# arbitro_wrr_flat

arbitro_wrr_flat, local utilization:
Scale bar: 20 µm. 8 x 8 tiles, from dark blue (low) to red (high), 0 to 100% covered.
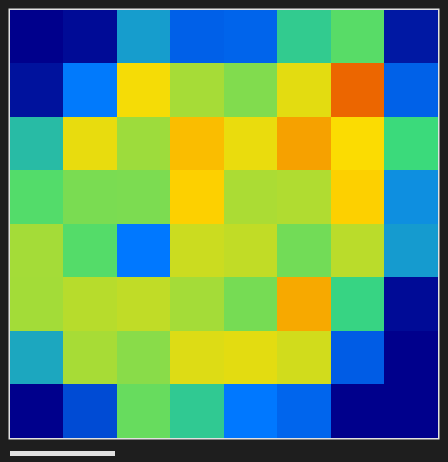
arbitro_wrr_flat, placement by cell class:
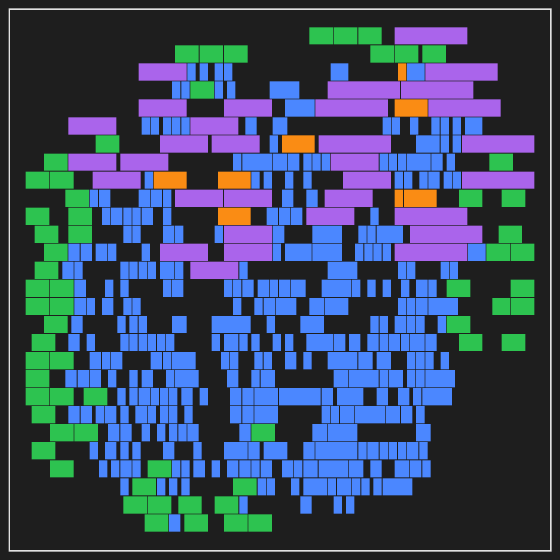
arbitro_wrr_flat, routed metal per tile:
Scale bar: 20 µm. 16 x 16 tiles, from dark blue (low) to red (high), scaled to the fullest tile. Values are wire area over tile area, all layers added.
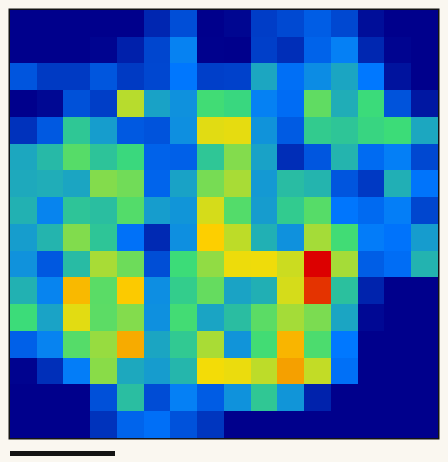
File: config.mk
export PLATFORM = sky130hd
export DESIGN_NAME = arbitro_wrr_flat
export DESIGN_NICKNAME = d
export VERILOG_FILES = /design/src/rtl/arbitro_wrr_pkg.sv /design/src/rtl/arbitro_wrr_if.sv /design/src/rtl/arbitro_wrr_rr_prio_pick.sv /design/src/rtl/arbitro_wrr.sv /design/src/flat_wrapper.sv
export SDC_FILE = /design/constraint.sdc
export NUM_CORES = 1
export LEC_CHECK = 0
export ABC_AREA = 1
export CAP_MARGIN = 15
export CORE_MARGIN = 2
export CORE_UTILIZATION = 42
export DETAILED_ROUTE_END_ITERATION = 10
export PLACE_DENSITY = 0.74
export SLEW_MARGIN = 10
export SYNTH_ARGS = -nofsm -noshare
export SYNTH_HDL_FRONTEND = slang
export SYNTH_SLANG_ARGS = --single-unit
File: constraint.sdc
create_clock -name clk -period 8.15 [get_ports clk]
set_input_delay 1.63 -clock clk [delete_from_list [all_inputs] [get_ports clk]]
set_output_delay 1.63 -clock clk [all_outputs]
set_load 0.02 [all_outputs]
File: src/rtl/arbitro_wrr_pkg.sv
// Shared types and helpers for the weighted round-robin FIFO scheduler.
package arbitro_wrr_pkg;

   localparam int NUM_PORTS     = 4;
   localparam int PORT_ID_WIDTH = 2;
   localparam int WORD_MAX      = 32;

   typedef enum logic {
      IDLE  = 1'b0,
      SERVE = 1'b1
   } state_t;

   // Destination field of a FIFO word, located at bit lsb.
   function automatic logic [PORT_ID_WIDTH-1:0] dest_of(input logic [WORD_MAX-1:0] word,
                                                         input int lsb);
      return PORT_ID_WIDTH'(word >> lsb);
   endfunction

endpackage

File: src/rtl/arbitro_wrr_if.sv
// Bus between the FIFO banks and the scheduler; the scheduler owns pop/push.
interface arbitro_wrr_if
   import arbitro_wrr_pkg::*;
#(
   parameter int DATA_WIDTH   = 6,
   parameter int WEIGHT_WIDTH = 3
) ();

   logic [NUM_PORTS-1:0]              emptyFIFO;
   logic [NUM_PORTS-1:0]              almost_fullFIFO;
   logic [NUM_PORTS*DATA_WIDTH-1:0]   data_in;
   logic [NUM_PORTS*WEIGHT_WIDTH-1:0] weights;
   logic [NUM_PORTS-1:0]              pop;
   logic [NUM_PORTS-1:0]              push;
   logic [DATA_WIDTH-1:0]             data_out;
   logic [PORT_ID_WIDTH-1:0]          grant_id;
   logic                              idle;

   modport master (
      input  emptyFIFO, almost_fullFIFO, data_in, weights,
      output pop, push, data_out, grant_id, idle
   );

   modport slave (
      output emptyFIFO, almost_fullFIFO, data_in, weights,
      input  pop, push, data_out, grant_id, idle
   );

endinterface

File: src/rtl/arbitro_wrr_rr_prio_pick.sv
// Rotating-priority picker: first set bit of elig searching start, start+1, ... mod 4.
module rr_prio_pick
   import arbitro_wrr_pkg::*;
(
   input  logic [NUM_PORTS-1:0]     elig,
   input  logic [PORT_ID_WIDTH-1:0] start,
   output logic [NUM_PORTS-1:0]     onehot,
   output logic [PORT_ID_WIDTH-1:0] idx,
   output logic                     found
);

   logic [PORT_ID_WIDTH-1:0] cand;

   // Walk the four positions from start and keep the first eligible one.
   always_comb begin
      onehot = '0;
      idx    = start;
      found  = 1'b0;
      cand   = start;
      for (int unsigned k = 0; k < NUM_PORTS; k++) begin
         cand = start + PORT_ID_WIDTH'(k);
         if (!found && elig[cand]) begin
            found        = 1'b1;
            idx          = cand;
            onehot[cand] = 1'b1;
         end
      end
   end

endmodule

File: src/rtl/arbitro_wrr.sv
// Weighted round-robin scheduler moving head words from 4 source FIFOs to 4 destination FIFOs.
module arbitro_wrr
   import arbitro_wrr_pkg::*;
#(
   parameter int DATA_WIDTH   = 6,
   parameter int DEST_LSB     = 4,
   parameter int WEIGHT_WIDTH = 3
) (
   input  logic          clk,
   input  logic          reset,
   arbitro_wrr_if.master bus
);

   typedef logic [DATA_WIDTH-1:0]   word_t;
   typedef logic [WEIGHT_WIDTH-1:0] wt_t;

   state_t                   state;
   logic [PORT_ID_WIDTH-1:0] ptr;
   logic [PORT_ID_WIDTH-1:0] gnt;
   wt_t                      cnt;
   wt_t                      wt [NUM_PORTS];
   logic [NUM_PORTS-1:0]     push_q;
   word_t                    data_q;

   word_t                    head [NUM_PORTS];
   logic [PORT_ID_WIDTH-1:0] dest [NUM_PORTS];
   logic [NUM_PORTS-1:0]     elig;

   logic                     keep;
   logic [PORT_ID_WIDTH-1:0] pick_start;
   logic [NUM_PORTS-1:0]     pick_oh;
   logic [PORT_ID_WIDTH-1:0] pick_idx;
   logic                     pick_found;
   logic [NUM_PORTS-1:0]     pop_oh;
   logic                     pop_vld;
   logic [PORT_ID_WIDTH-1:0] pop_idx;

   // Split head words and flag each source whose word can go to a non-almost-full destination.
   always_comb begin
      elig = '0;
      for (int unsigned i = 0; i < NUM_PORTS; i++) begin
         head[i] = bus.data_in[i*DATA_WIDTH +: DATA_WIDTH];
         dest[i] = dest_of(WORD_MAX'(head[i]), DEST_LSB);
         elig[i] = !bus.emptyFIFO[i] && !bus.almost_fullFIFO[dest[i]];
      end
   end

   // Stay on the current grant while it is eligible and has quantum left.
   always_comb begin
      keep       = (state == SERVE) && elig[gnt] && (cnt < wt[gnt]);
      pick_start = (state == SERVE) ? gnt + 2'd1 : ptr;
   end

   rr_prio_pick u_pick (
      .elig   (elig),
      .start  (pick_start),
      .onehot (pick_oh),
      .idx    (pick_idx),
      .found  (pick_found)
   );

   // Pop decision for this cycle; nothing is popped while reset is held.
   always_comb begin
      pop_oh = '0;
      if (!reset) begin
         pop_oh = keep ? (4'b0001 << gnt) : pick_oh;
      end
      pop_vld = |pop_oh;
      pop_idx = keep ? gnt : pick_idx;
   end

   // Grant FSM, quantum counter, weight latch and the registered push stage.
   always_ff @(posedge clk) begin
      if (reset) begin
         state  <= IDLE;
         ptr    <= '0;
         gnt    <= '0;
         cnt    <= '0;
         push_q <= '0;
         data_q <= '0;
         for (int unsigned i = 0; i < NUM_PORTS; i++) begin
            wt[i] <= (bus.weights[i*WEIGHT_WIDTH +: WEIGHT_WIDTH] == '0)
                     ? WEIGHT_WIDTH'(1)
                     : bus.weights[i*WEIGHT_WIDTH +: WEIGHT_WIDTH];
         end
      end else begin
         push_q <= pop_vld ? (4'b0001 << dest[pop_idx]) : '0;
         if (pop_vld) begin
            data_q <= head[pop_idx];
         end
         case (state)
            IDLE: begin
               if (pick_found) begin
                  gnt   <= pick_idx;
                  cnt   <= WEIGHT_WIDTH'(1);
                  state <= SERVE;
               end
            end
            SERVE: begin
               if (keep) begin
                  cnt <= cnt + 1'b1;
               end else begin
                  // The picker starts at gnt+1, so gnt itself is only reconsidered last.
                  ptr <= gnt + 2'd1;
                  if (pick_found) begin
                     gnt <= pick_idx;
                     cnt <= WEIGHT_WIDTH'(1);
                  end else begin
                     state <= IDLE;
                  end
               end
            end
         endcase
      end
   end

   // The in-flight word is dropped when reset arrives right after its pop.
   assign bus.push     = reset ? '0 : push_q;
   assign bus.pop      = pop_oh;
   assign bus.data_out = data_q;
   assign bus.grant_id = gnt;
   assign bus.idle     = !pop_vld;

endmodule

File: src/flat_wrapper.sv
// flat-port wrapper written by rule: the top's interface ports become plain ports
module arbitro_wrr_flat import arbitro_wrr_pkg::*;
#(
   parameter int DATA_WIDTH   = 6,
   parameter int DEST_LSB     = 4,
   parameter int WEIGHT_WIDTH = 3
)
  (clk, reset, bus_emptyFIFO, bus_almost_fullFIFO, bus_data_in, bus_weights, bus_pop, bus_push, bus_data_out, bus_grant_id, bus_idle);
  arbitro_wrr_if #(.DATA_WIDTH(DATA_WIDTH), .WEIGHT_WIDTH(WEIGHT_WIDTH)) bus_i ();
  input  logic clk;
  input  logic reset;
  input wire logic [$bits(bus_i.emptyFIFO)-1:0] bus_emptyFIFO;
  input wire logic [$bits(bus_i.almost_fullFIFO)-1:0] bus_almost_fullFIFO;
  input wire logic [$bits(bus_i.data_in)-1:0] bus_data_in;
  input wire logic [$bits(bus_i.weights)-1:0] bus_weights;
  output wire logic [$bits(bus_i.pop)-1:0] bus_pop;
  output wire logic [$bits(bus_i.push)-1:0] bus_push;
  output wire logic [$bits(bus_i.data_out)-1:0] bus_data_out;
  output wire logic [$bits(bus_i.grant_id)-1:0] bus_grant_id;
  output wire logic [$bits(bus_i.idle)-1:0] bus_idle;
  assign bus_i.emptyFIFO = bus_emptyFIFO;
  assign bus_i.almost_fullFIFO = bus_almost_fullFIFO;
  assign bus_i.data_in = bus_data_in;
  assign bus_i.weights = bus_weights;
  assign bus_pop = bus_i.pop;
  assign bus_push = bus_i.push;
  assign bus_data_out = bus_i.data_out;
  assign bus_grant_id = bus_i.grant_id;
  assign bus_idle = bus_i.idle;
  arbitro_wrr #(.DATA_WIDTH(DATA_WIDTH), .DEST_LSB(DEST_LSB), .WEIGHT_WIDTH(WEIGHT_WIDTH)) u_core (.clk(clk), .reset(reset), .bus(bus_i));
endmodule
==> run_results.csv <==
group,metric,value,unit
route,met2_length,2805,µm
route,wirelength_met1,2772,µm
synthesis,synth.cellmix.adderShare,0.07455,
place,buffer_ports.inserted,62,
power,internal-power,674.7,µW
layout,top_register,"u_core.wt",
outcome,outcome,"finished, final reports clean",
synthesis,synthDominantCellAreaShare,0.1745,
global_routing,grt_first_pass_wirelength,10090,µm
critical_path,critical_path_cell_count,14,
critical_path,endpoint_kind,"primary output",
synthesis,synth-simple-area-share,0.4756,
timing,final-hold-violation-count,0,
critical_path,crit_type,"primary input to primary output",
route,highest_metal_layer_used_by_the_detailed_router,"met4",
synthesis,synth-edff-count,12,
layout,share_of_final_layout_standard_cells_stronger_than_drive_strength_1,0.09390,
synthesis,topCellsByArea,"nand2_1, dfxtp_1, edfxtp_1",
place,numPlacedInstances,493,
timing,finalClockPeriodUsage,0.7614,
synthesis,synth-cells-yosys,370,
place,dpl_worst_slack,1.920,ns
global_routing,groute.layer.met3.usage,0.03956,
power,clk-power,118,µW
critical_path,r2r-end,"u_core.push_q[3]$_SDFF_PP0_",
cts,cts.hold.buffers_added,0,
route,routed_via_density,5.056,
layout,synthToLayoutAreaGrowth,28.63,%
timing,setup_viol,0,
run,maxCapViolCount,0,
min_path,worst_hold_path_type,"flip-flop to flip-flop",
route,drc_errors,0,
cts,cts_made_buffers,5,
timing,finalClockSkew,0.005259,ns
timing,maxSlewViolCount,0,
layout,nNetsFinal,486,
Notes on 'local utilization' of arbitro_wrr_flat above:
- densest ninth of the die: centre
- emptiest ninth of the die: lower right
- tiles over 75% full: 9.4%
area of the core: 5851 µm²
final core utilization: 0.5535
floorplan utilization: 0.4303

Notes on 'placement by cell class' of arbitro_wrr_flat above:
- clock drivers and dummy loads: orange (cells 8; share of their area 2.9%)
- registers: purple (cells 32; share of their area 24%)
- remaining buffers and delay cells: green (cells 63; share of their area 20%)
- remaining logic cells: blue (cells 323; share of their area 53%)

Notes on 'routed metal per tile' of arbitro_wrr_flat above:
- tiles over half the peak: 22%
- nearly empty tiles: 20%
- mean over tiles: 0.15
- fullest tile: 0.48
Avg WL per Cell: 11.97 µm
Post-Route WL: 5997 µm
detailed-route via count: 2533
GRT Total Usage: 0.1921

[through the flow]
| step | area (µm²) | total power, µW | util |
|---|---|---|---|
| floorplan | 2517 | 1165 | - |
| detailed placement | 3148 | 1424 | 0.5381 |
| global placement | 3148 | 1411 | 0.5381 |
| global route | 3238 | 1710 | 0.5535 |
| CTS | 3238 | 1549 | 0.5535 |
| finish | 3238 | 1542 | 0.5535 |
[cell type report]
cell class / count / area, µm²
multi-input cells: 285 / 1520
flip-flops and latches: 32 / 760.7
well taps: 75 / 93.84
clock buffers: 8 / 90.09
fillers: 534 / 2613
inverters: 38 / 145.1
repair buffers: 63 / 628.1

# wb_led_blinker

wb_led_blinker, placement by cell class:
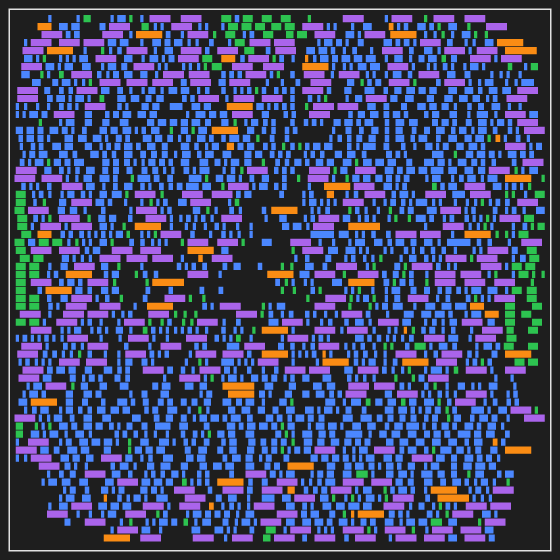
wb_led_blinker, routing congestion:
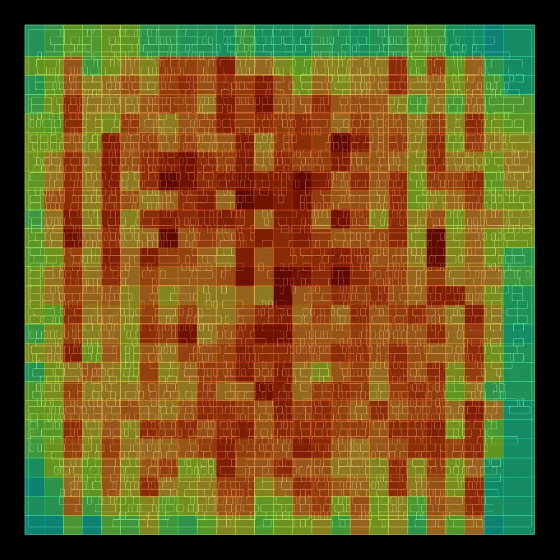
## src/rtl/wb_led_blinker_pkg.sv

```systemverilog
// wb_led_blinker_pkg: register map, CTRL/STAT bit positions and channel stride for the LED blinker
package wb_led_blinker_pkg;
  typedef enum logic [1:0] {
    REG_CTRL   = 2'd0,
    REG_PERIOD = 2'd1,
    REG_COUNT  = 2'd2,
    REG_STAT   = 2'd3
  } reg_e;
  localparam int CTRL_EN = 0;
  localparam int CTRL_BLINK = 1;
  localparam int CTRL_LVL = 2;
  localparam int CTRL_IRQEN = 3;
  localparam int STAT_LED = 0;
  localparam int STAT_PEND = 1;
  localparam logic [31:0] CH_STRIDE = 32'h10;
endpackage

```

## src/rtl/led_blink_chan.sv

```systemverilog
// led_blink_chan: one channel's CTRL/PERIOD registers, half-period counter, led flop and (with WB_LED_BLINKER_IRQ_EN) pending flag
module led_blink_chan
  import wb_led_blinker_pkg::*;
#(
  parameter int          CW = 27,
  parameter int unsigned DEFAULT_PERIOD = 100000000,
  parameter int          RST_BLINK = 1
) (
  input  logic          clk,
  input  logic          reset,
  input  logic          wr_ctrl,
  input  logic          wr_period,
  input  logic          wr_stat,
  input  logic [31:0]   wdata,
  output logic [3:0]    ctrl,
  output logic [CW-1:0] period,
  output logic [CW-1:0] count,
  output logic          led,
  output logic          pending
);
  logic [3:0] ctrl_q, ctrl_d;
  logic [CW-1:0] period_q, period_d, count_q, count_d;
  logic led_q, led_d;
  logic blink_on, new_on, term, toggle;
  logic unused_ok;
  assign unused_ok = ^{wdata, wr_stat};
  // A config write restarts the count and beats a coinciding terminal count; leaving or entering blink resyncs led to LVL
  always_comb begin
    blink_on = ctrl_q[CTRL_EN] & ctrl_q[CTRL_BLINK];
    new_on = wdata[CTRL_EN] & wdata[CTRL_BLINK];
    term = (period_q != '0) && (count_q == period_q - 1'b1);
    toggle = blink_on & ~wr_ctrl & ~wr_period & term;
`ifdef WB_LED_BLINKER_IRQ_EN
    ctrl_d = wr_ctrl ? wdata[3:0] : ctrl_q;
`else
    ctrl_d = wr_ctrl ? {1'b0, wdata[2:0]} : ctrl_q;
`endif
    period_d = wr_period ? wdata[CW-1:0] : period_q;
    count_d = (wr_ctrl | wr_period | ~blink_on | term | (period_q == '0)) ? '0 : count_q + 1'b1;
    led_d = wr_ctrl ? ((blink_on & new_on) ? led_q : wdata[CTRL_LVL])
          : ~blink_on ? ctrl_q[CTRL_LVL] : led_q ^ toggle;
  end
  // Channel state registers
  always_ff @(posedge clk) begin
    if (reset) begin
      ctrl_q <= (RST_BLINK != 0) ? 4'b0011 : 4'b0000;
      period_q <= CW'(DEFAULT_PERIOD);
      count_q <= '0;
      led_q <= 1'b0;
    end else begin
      ctrl_q <= ctrl_d;
      period_q <= period_d;
      count_q <= count_d;
      led_q <= led_d;
    end
  end
`ifdef WB_LED_BLINKER_IRQ_EN
  logic pending_q, pending_d;
  // Pending is W1C, but a toggle in the same cycle keeps it set
  always_comb pending_d = toggle | (pending_q & ~(wr_stat & wdata[STAT_PEND]));
  // Pending flag register
  always_ff @(posedge clk) begin
    if (reset) pending_q <= 1'b0;
    else pending_q <= pending_d;
  end
  assign pending = pending_q;
`else
  assign pending = 1'b0;
`endif
  assign ctrl = ctrl_q;
  assign period = period_q;
  assign count = count_q;
  assign led = led_q;
endmodule

```

## src/rtl/wb_led_blinker.sv

```systemverilog
// wb_led_blinker: Wishbone slave with NCH blinking LED channels; define WB_LED_BLINKER_IRQ_EN for pending flags and irq
module wb_led_blinker
  import wb_led_blinker_pkg::*;
#(
  parameter int          NCH = 4,
  parameter int          CW = 27,
  parameter int unsigned DEFAULT_PERIOD = 100000000,
  parameter int          RST_BLINK = 1
) (
  input  logic           clk,
  input  logic           reset,
  input  logic           wb_stb_i,
  input  logic           wb_cyc_i,
  output logic           wb_ack_o,
  input  logic           wb_we_i,
  input  logic [31:0]    wb_adr_i,
  input  logic [3:0]     wb_sel_i,
  input  logic [31:0]    wb_dat_i,
  output logic [31:0]    wb_dat_o,
  output logic [NCH-1:0] led
`ifdef WB_LED_BLINKER_IRQ_EN
  ,
  output logic           irq
`endif
);
  localparam int CH_LSB = $clog2(CH_STRIDE);
  logic ack_q, ack_d, wr;
  logic [31:0] dat_q, dat_d, rdata;
  logic [3:0] ch;
  reg_e rsel;
  logic [3:0] ctrl [NCH];
  logic [CW-1:0] period [NCH];
  logic [CW-1:0] count [NCH];
  logic [NCH-1:0] pending;
  logic unused_ok;
  assign unused_ok = ^{wb_sel_i, wb_adr_i};
  assign ch = wb_adr_i[CH_LSB +: 4];
  assign rsel = reg_e'(wb_adr_i[3:2]);
  // Ack rises the cycle after a request and never twice in a row; writes and read data commit on that edge
  always_comb begin
    ack_d = wb_stb_i & wb_cyc_i & ~ack_q;
    wr = ack_d & wb_we_i;
    dat_d = ack_d ? rdata : dat_q;
  end
  // Read mux; channels beyond NCH read as zero
  always_comb begin
    rdata = '0;
    for (int i = 0; i < NCH; i++)
      if (ch == 4'(i))
        rdata = (rsel == REG_CTRL) ? 32'(ctrl[i])
              : (rsel == REG_PERIOD) ? 32'(period[i])
              : (rsel == REG_COUNT) ? 32'(count[i])
              : 32'({pending[i], led[i]});
  end
  // Bus handshake registers
  always_ff @(posedge clk) begin
    if (reset) begin
      ack_q <= 1'b0;
      dat_q <= '0;
    end else begin
      ack_q <= ack_d;
      dat_q <= dat_d;
    end
  end
  for (genvar g = 0; g < NCH; g++) begin : g_ch
    led_blink_chan #(
      .CW(CW),
      .DEFAULT_PERIOD(DEFAULT_PERIOD),
      .RST_BLINK(RST_BLINK)
    ) u_chan (
      .clk(clk),
      .reset(reset),
      .wr_ctrl(wr && ch == 4'(g) && rsel == REG_CTRL),
      .wr_period(wr && ch == 4'(g) && rsel == REG_PERIOD),
      .wr_stat(wr && ch == 4'(g) && rsel == REG_STAT),
      .wdata(wb_dat_i),
      .ctrl(ctrl[g]),
      .period(period[g]),
      .count(count[g]),
      .led(led[g]),
      .pending(pending[g])
    );
  end
`ifdef WB_LED_BLINKER_IRQ_EN
  logic [NCH-1:0] irqen;
  logic irq_q, irq_d;
  for (genvar g = 0; g < NCH; g++) begin : g_ie
    assign irqen[g] = ctrl[g][CTRL_IRQEN];
  end
  // Interrupt is the registered OR of enabled pending flags
  always_comb irq_d = |(pending & irqen);
  // Interrupt register
  always_ff @(posedge clk) begin
    if (reset) irq_q <= 1'b0;
    else irq_q <= irq_d;
  end
  assign irq = irq_q;
`endif
  assign wb_ack_o = wb_stb_i & wb_cyc_i & ack_q;
  assign wb_dat_o = dat_q;
endmodule
```

## config.mk

```make
export PLATFORM = sky130hd
export DESIGN_NAME = wb_led_blinker
export DESIGN_NICKNAME = d
export VERILOG_FILES = /design/src/rtl/wb_led_blinker_pkg.sv /design/src/rtl/led_blink_chan.sv /design/src/rtl/wb_led_blinker.sv
export SDC_FILE = /design/constraint.sdc
export NUM_CORES = 1
export LEC_CHECK = 0
export CELL_PAD_IN_SITES_DETAIL_PLACEMENT = 1
export CELL_PAD_IN_SITES_GLOBAL_PLACEMENT = 1
export CORE_UTILIZATION = 48
export DETAILED_ROUTE_END_ITERATION = 10
export GPL_TIMING_DRIVEN = 0
export PLACE_DENSITY = 0.94
export SYNTH_ARGS = -nofsm -noshare
export SYNTH_HDL_FRONTEND = slang
export SYNTH_SLANG_ARGS = --single-unit
```

## constraint.sdc

```tcl
create_clock -name clk -period 8.23 [get_ports clk]
set_clock_uncertainty 0.05 [all_clocks]
set_input_delay 2.469 -clock clk [delete_from_list [all_inputs] [get_ports clk]]
set_output_delay 2.469 -clock clk [all_outputs]
set_load 0.02 [all_outputs]
```

==> run_results.csv <==
group,metric,value,unit
power,pwr-share-clk,0.489,
route,met3WireLength,6065,µm
critical_path,worst_r2r_startpoint,"g_ch[1].u_chan.period[0]$_SDFFE_PP0P_",
outcome,outcome,"finished, final reports clean",
synthesis,yosys.area.top_type,"dfxtp_1",
die,taps,442,
synthesis,synth_flop_count,260,
cts,clock-sinks,260,
layout,nNonClkInverters,27,
layout,antenna-diode-count,2,
cts,h-tree-depth,1,
route,highest_metal_layer_used_by_the_detailed_router,"met4",
power,switching_share,0.2554,
critical_path,ff2ff_path_depth,13,
power,leakage_power_total,0.006151,µW
layout,buffers_excl_clock,243,
layout,final-clk-cell-share,0.05849,
place,postPlaceCellArea,17070,µm²
synthesis,asyncSetResetFlopFracSynth,0,
cts,cts_made_buffers,30,
critical_path,endpoint_kind,"primary output",
synthesis,synth-compound-area-share,0.1809,
layout,layout.cell_area.non_filler,18140,µm²
die,core_region_area,32540,µm²
layout,multiInputGateArea,9829,µm²
global_routing,grt_first_pass_wirelength,100400,µm
critical_path,worst-endpoint-required,5.71,ns
timing,rsz0062_at_grt,"no",
power,cellPowerDensity,165.2,nW/µm²
layout,area.share.combinational,0.5419,
synthesis,post_synth_num_cell_types,81,
global_routing,grt_use_met1,0.5219,
power,seq-power,1290,µW
synthesis,netlist_instances,2110,
synthesis,synth-cells-yosys,2110,
cts,clk-insertion-delay-late,0.59,ns
global_routing,antenna_violations_before_repair,0,
timing,final-hold-violation-count,0,
timing,period_minus_slack,6.199,ns
layout,share_of_final_layout_standard_cells_stronger_than_drive_strength_1,0.04435,
route,dr.pass1.iters,6,
layout,nClkBuffers,41,
Notes on 'placement by cell class' of wb_led_blinker above:
- registers: purple (cells 260; share of their area 30%)
- remaining buffers and delay cells: green (cells 243; share of their area 7.9%)
- clock drivers and dummy loads: orange (cells 54; share of their area 6.0%)
- remaining logic cells: blue (cells 1675; share of their area 56%)

Notes on 'routing congestion' of wb_led_blinker above:
Avg WL per Cell: 24.79 µm
GRT Total Usage: 0.3889

cell usage in the layout (no fill, tap or decap), types with 39 or more instances in the layout:
| master | instances |
|---|---|
| xnor2_1 | 113 |
| o21ai_0 | 105 |
| dfxtp_1 | 260 |
| xor2_1 | 118 |
| a22oi_1 | 100 |
| clkbuf_1 | 149 |
| clkdlybuf4s50_1 | 64 |
| nor2_1 | 228 |
| nand3_1 | 122 |
| nor3_1 | 53 |
| a21oi_1 | 88 |
| nand4_1 | 39 |
| nand2_1 | 302 |
critical path, cell delays in order:
cell,delay (ns)
clkdlybuf4s50_1,0.47
and3_1,0.15
clkdlybuf4s50_1,0.59

# add_share_arbiter

`src/rtl/add_share_arbiter.sv`:
```
// add_share_arbiter: shares one combinational signed adder between two
// requesters. Round-robin grant, registered operands, one operation in flight,
// tagged response on a single valid/ready channel.

// Combinational N-bit signed adder with an N+1-bit result that cannot overflow.
module add_n_bit_signed #(
    parameter int unsigned N = 4
) (
    input  logic [N-1:0] i_a,
    input  logic [N-1:0] i_b,
    output logic [N:0]   o_sum
);

    // Sign-extend both operands by one bit so the sum always fits.
    always_comb begin
        o_sum = {i_a[N-1], i_a} + {i_b[N-1], i_b};
    end

endmodule

module add_share_arbiter #(
    parameter int unsigned N = 4
) (
    input  logic         clk,
    input  logic         rst,
    input  logic         req0_valid,
    input  logic [N-1:0] req0_a,
    input  logic [N-1:0] req0_b,
    output logic         req0_ready,
    input  logic         req1_valid,
    input  logic [N-1:0] req1_a,
    input  logic [N-1:0] req1_b,
    output logic         req1_ready,
    output logic         resp_valid,
    output logic         resp_id,
    output logic [N:0]   resp_result,
    input  logic         resp_ready
);

    typedef enum logic [1:0] {
        StIdle = 2'd0,
        StExec = 2'd1,
        StResp = 2'd2
    } state_t;

    state_t       r_state;
    state_t       w_state_d;

    logic         r_rr_ptr;
    logic         r_gnt;
    logic [N-1:0] r_a;
    logic [N-1:0] r_b;
    logic         r_resp_valid;
    logic         r_resp_id;
    logic [N:0]   r_resp_result;

    logic         w_any_req;
    logic         w_gnt;
    logic         w_accept;
    logic [N-1:0] w_sel_a;
    logic [N-1:0] w_sel_b;
    logic [N:0]   w_sum;

    // Grant selection: a lone request wins outright, a tie goes to rr_ptr.
    always_comb begin
        w_any_req = req0_valid | req1_valid;
        if (req0_valid && req1_valid) begin
            w_gnt = r_rr_ptr;
        end else begin
            w_gnt = req1_valid;
        end
        w_sel_a = w_gnt ? req1_a : req0_a;
        w_sel_b = w_gnt ? req1_b : req0_b;
    end

    // Ready is offered only in IDLE and only to the granted requester; it
    // depends on state and request inputs alone, never on resp_ready.
    always_comb begin
        w_accept   = (r_state == StIdle) && w_any_req && !rst;
        req0_ready = w_accept && !w_gnt;
        req1_ready = w_accept && w_gnt;
    end

    // Next-state logic for the IDLE -> EXEC -> RESP sequence.
    always_comb begin
        w_state_d = r_state;
        unique case (r_state)
            StIdle: begin
                if (w_any_req) begin
                    w_state_d = StExec;
                end
            end
            StExec: begin
                w_state_d = StResp;
            end
            StResp: begin
                if (resp_ready) begin
                    w_state_d = StIdle;
                end
            end
            default: begin
                w_state_d = StIdle;
            end
        endcase
    end

    // State register.
    always_ff @(posedge clk or posedge rst) begin
        if (rst) begin
            r_state <= StIdle;
        end else begin
            r_state <= w_state_d;
        end
    end

    // Operand capture on the accept edge.
    always_ff @(posedge clk or posedge rst) begin
        if (rst) begin
            r_a   <= '0;
            r_b   <= '0;
            r_gnt <= 1'b0;
        end else if (r_state == StIdle && w_any_req) begin
            r_a   <= w_sel_a;
            r_b   <= w_sel_b;
            r_gnt <= w_gnt;
        end
    end

    add_n_bit_signed #(
        .N (N)
    ) u_adder (
        .i_a   (r_a),
        .i_b   (r_b),
        .o_sum (w_sum)
    );

    // Response register and round-robin pointer update; the result and id are
    // held after consumption, only valid drops.
    always_ff @(posedge clk or posedge rst) begin
        if (rst) begin
            r_resp_valid  <= 1'b0;
            r_resp_id     <= 1'b0;
            r_resp_result <= '0;
            r_rr_ptr      <= 1'b0;
        end else begin
            if (r_state == StExec) begin
                r_resp_valid  <= 1'b1;
                r_resp_id     <= r_gnt;
                r_resp_result <= w_sum;
                r_rr_ptr      <= ~r_gnt;
            end else if (r_state == StResp && resp_ready) begin
                r_resp_valid  <= 1'b0;
            end
        end
    end

    // Output drive from registers.
    always_comb begin
        resp_valid  = r_resp_valid;
        resp_id     = r_resp_id;
        resp_result = r_resp_result;
    end

endmodule
```
`config.mk`:
```
export PLATFORM = sky130hd
export DESIGN_NAME = add_share_arbiter
export DESIGN_NICKNAME = d
export VERILOG_FILES = /design/src/rtl/add_share_arbiter.sv
export SDC_FILE = /design/constraint.sdc
export NUM_CORES = 1
export LEC_CHECK = 0
export ABC_AREA = 1
export CORE_ASPECT_RATIO = 1.75
export CORE_MARGIN = 2
export CORE_UTILIZATION = 42
export DETAILED_ROUTE_END_ITERATION = 10
export PLACE_DENSITY_LB_ADDON = 0.15
export SYNTH_ARGS = -nofsm -noshare
export SYNTH_HDL_FRONTEND = slang
export SYNTH_SLANG_ARGS = --single-unit
```
`constraint.sdc`:
```
create_clock -name clk -period 1.4 [get_ports clk]
set_input_delay 0.35 -clock clk [delete_from_list [all_inputs] [get_ports clk]]
set_output_delay 0.35 -clock clk [all_outputs]
set_load 0.02 [all_outputs]
```
add_share_arbiter, routing congestion:
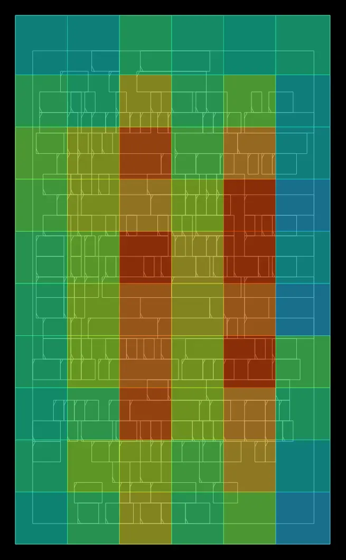
GR Util met2: 0.3056
GRT Total Usage: 0.1610
final core utilization: 0.6736
global routing met1 resource utilization: 0.1578
Avg WL per Cell: 9.953 µm

add_share_arbiter, zoomed window:
Region (0, 5) to (25, 30) µm. Cells in grey, sequential cells in the stronger grey; small squares are vias.
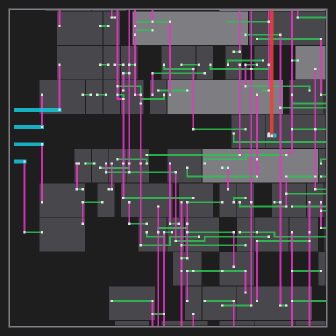
- M4: red
- M2: magenta
- M3: cyan
- M1: green
- sequential cells in the window: 3
- cells with their middle in the window: 47
- most frequent: nand2_1 (11), buf_4 (10)

-- layout make-up --
class                      instances  area share
multi-input combinational         89      0.3068
sequential                        19      0.3028
timing repair buffer              48      0.2677
inverter                          30     0.07171
clock buffer                       3     0.02629
tap                               25     0.01992
clock inverter                     1    0.004781
-- registers in the layout, summed over array words and instances, names as in the netlist --
signal	flops
r_gnt	1
resp_result	5
r_rr_ptr	1
r_state	2
r_b	4
resp_id	1
r_a	4
resp_valid	1
-- timing repair --
action | in CTS | in global routing
setup buffers | 3 | 4
gates cloned | 0 | 0
pin swaps | 4 | 1
gates resized | 26 | 1
endpoints found under the setup margin | 11 | 4
==> run_results.csv <==
group,metric,value,unit
synthesis,synth-edff-count,0,
critical_path,crit_type,"flip-flop to primary output",
critical_path,cp_data_arrival_time,1.22,ns
timing,final.setup.worst_slack,-0.1723,ns
synthesis,synth_area_per_cell,7.516,µm²
synthesis,netlist_instances,139,
die,core_region_area,2331,µm²
synthesis,synth-compound-area-share,0.03952,
outcome,outcome,"complete, but fails checks",
outcome,violated_checks,"negative setup slack",
timing,setup_viol,4,
route,routed_wl,2140,µm
route,highest_metal_layer_used_by_the_detailed_router,"met4",
die,initCoreUtil,0.4482,
synthesis,main_logic_family,"simple AND/OR/NAND/NOR gates",
synthesis,asyncSetResetFlopFracSynth,1.000,
timing,final-hold-violation-count,0,
critical_path,reg2reg_slack,-0.03,ns
power,netSwitchingPower,1368,µW
critical_path,critPathLaunch,"r_state[0]$_DFFE_PP0P_",


==> gallery <==
Drive-strength map.
(a)
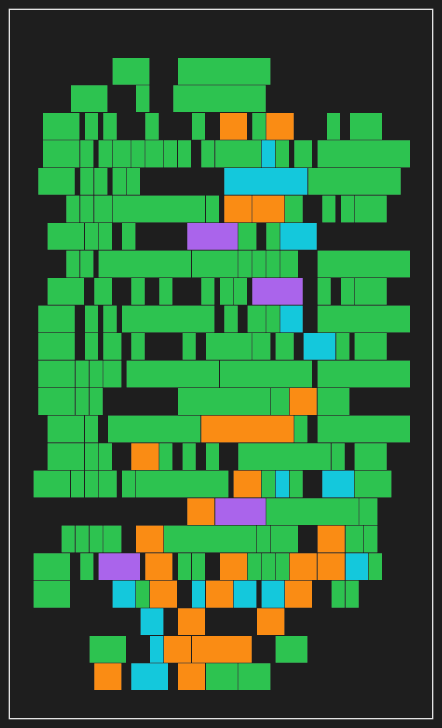
(b)
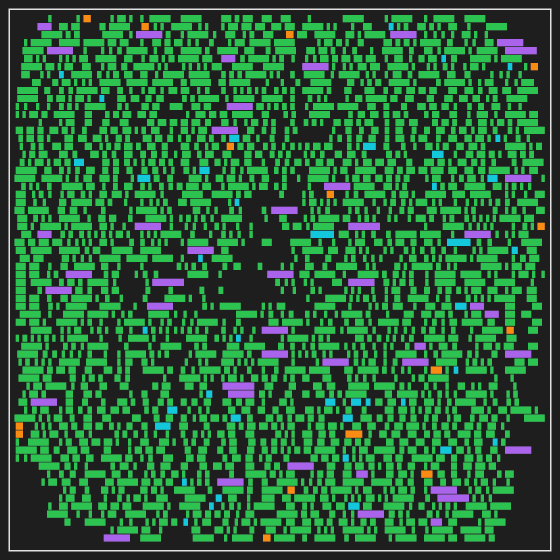
(c)
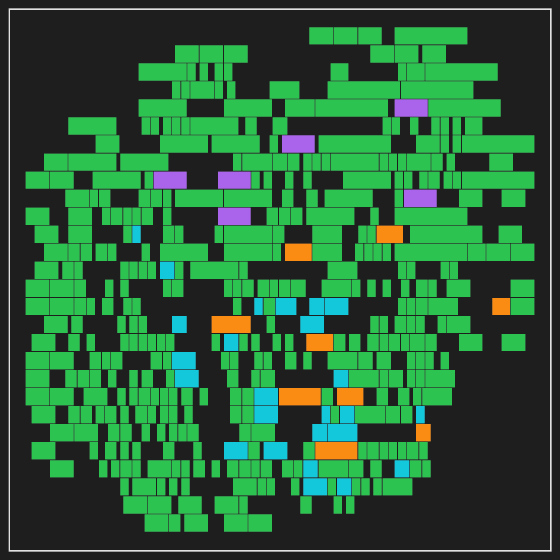
(b) comes from wb_led_blinker.
(c) comes from arbitro_wrr_flat.
(a) comes from add_share_arbiter.
The one with the fewest cells is (a).
The one with the most cells is (b).

Key to (a):
- x2: cyan (cells 15; share 7.9%)
- x6 and larger: purple (cells 4; share 2.1%; most used clkbuf_8)
- x3 and x4: orange (cells 24; share 13%; most used buf_4)
- x1 and smaller: green (cells 147; share 77%; most used nand2_1)

Power figures rest on the tool's default switching activity, not on a simulated workload.
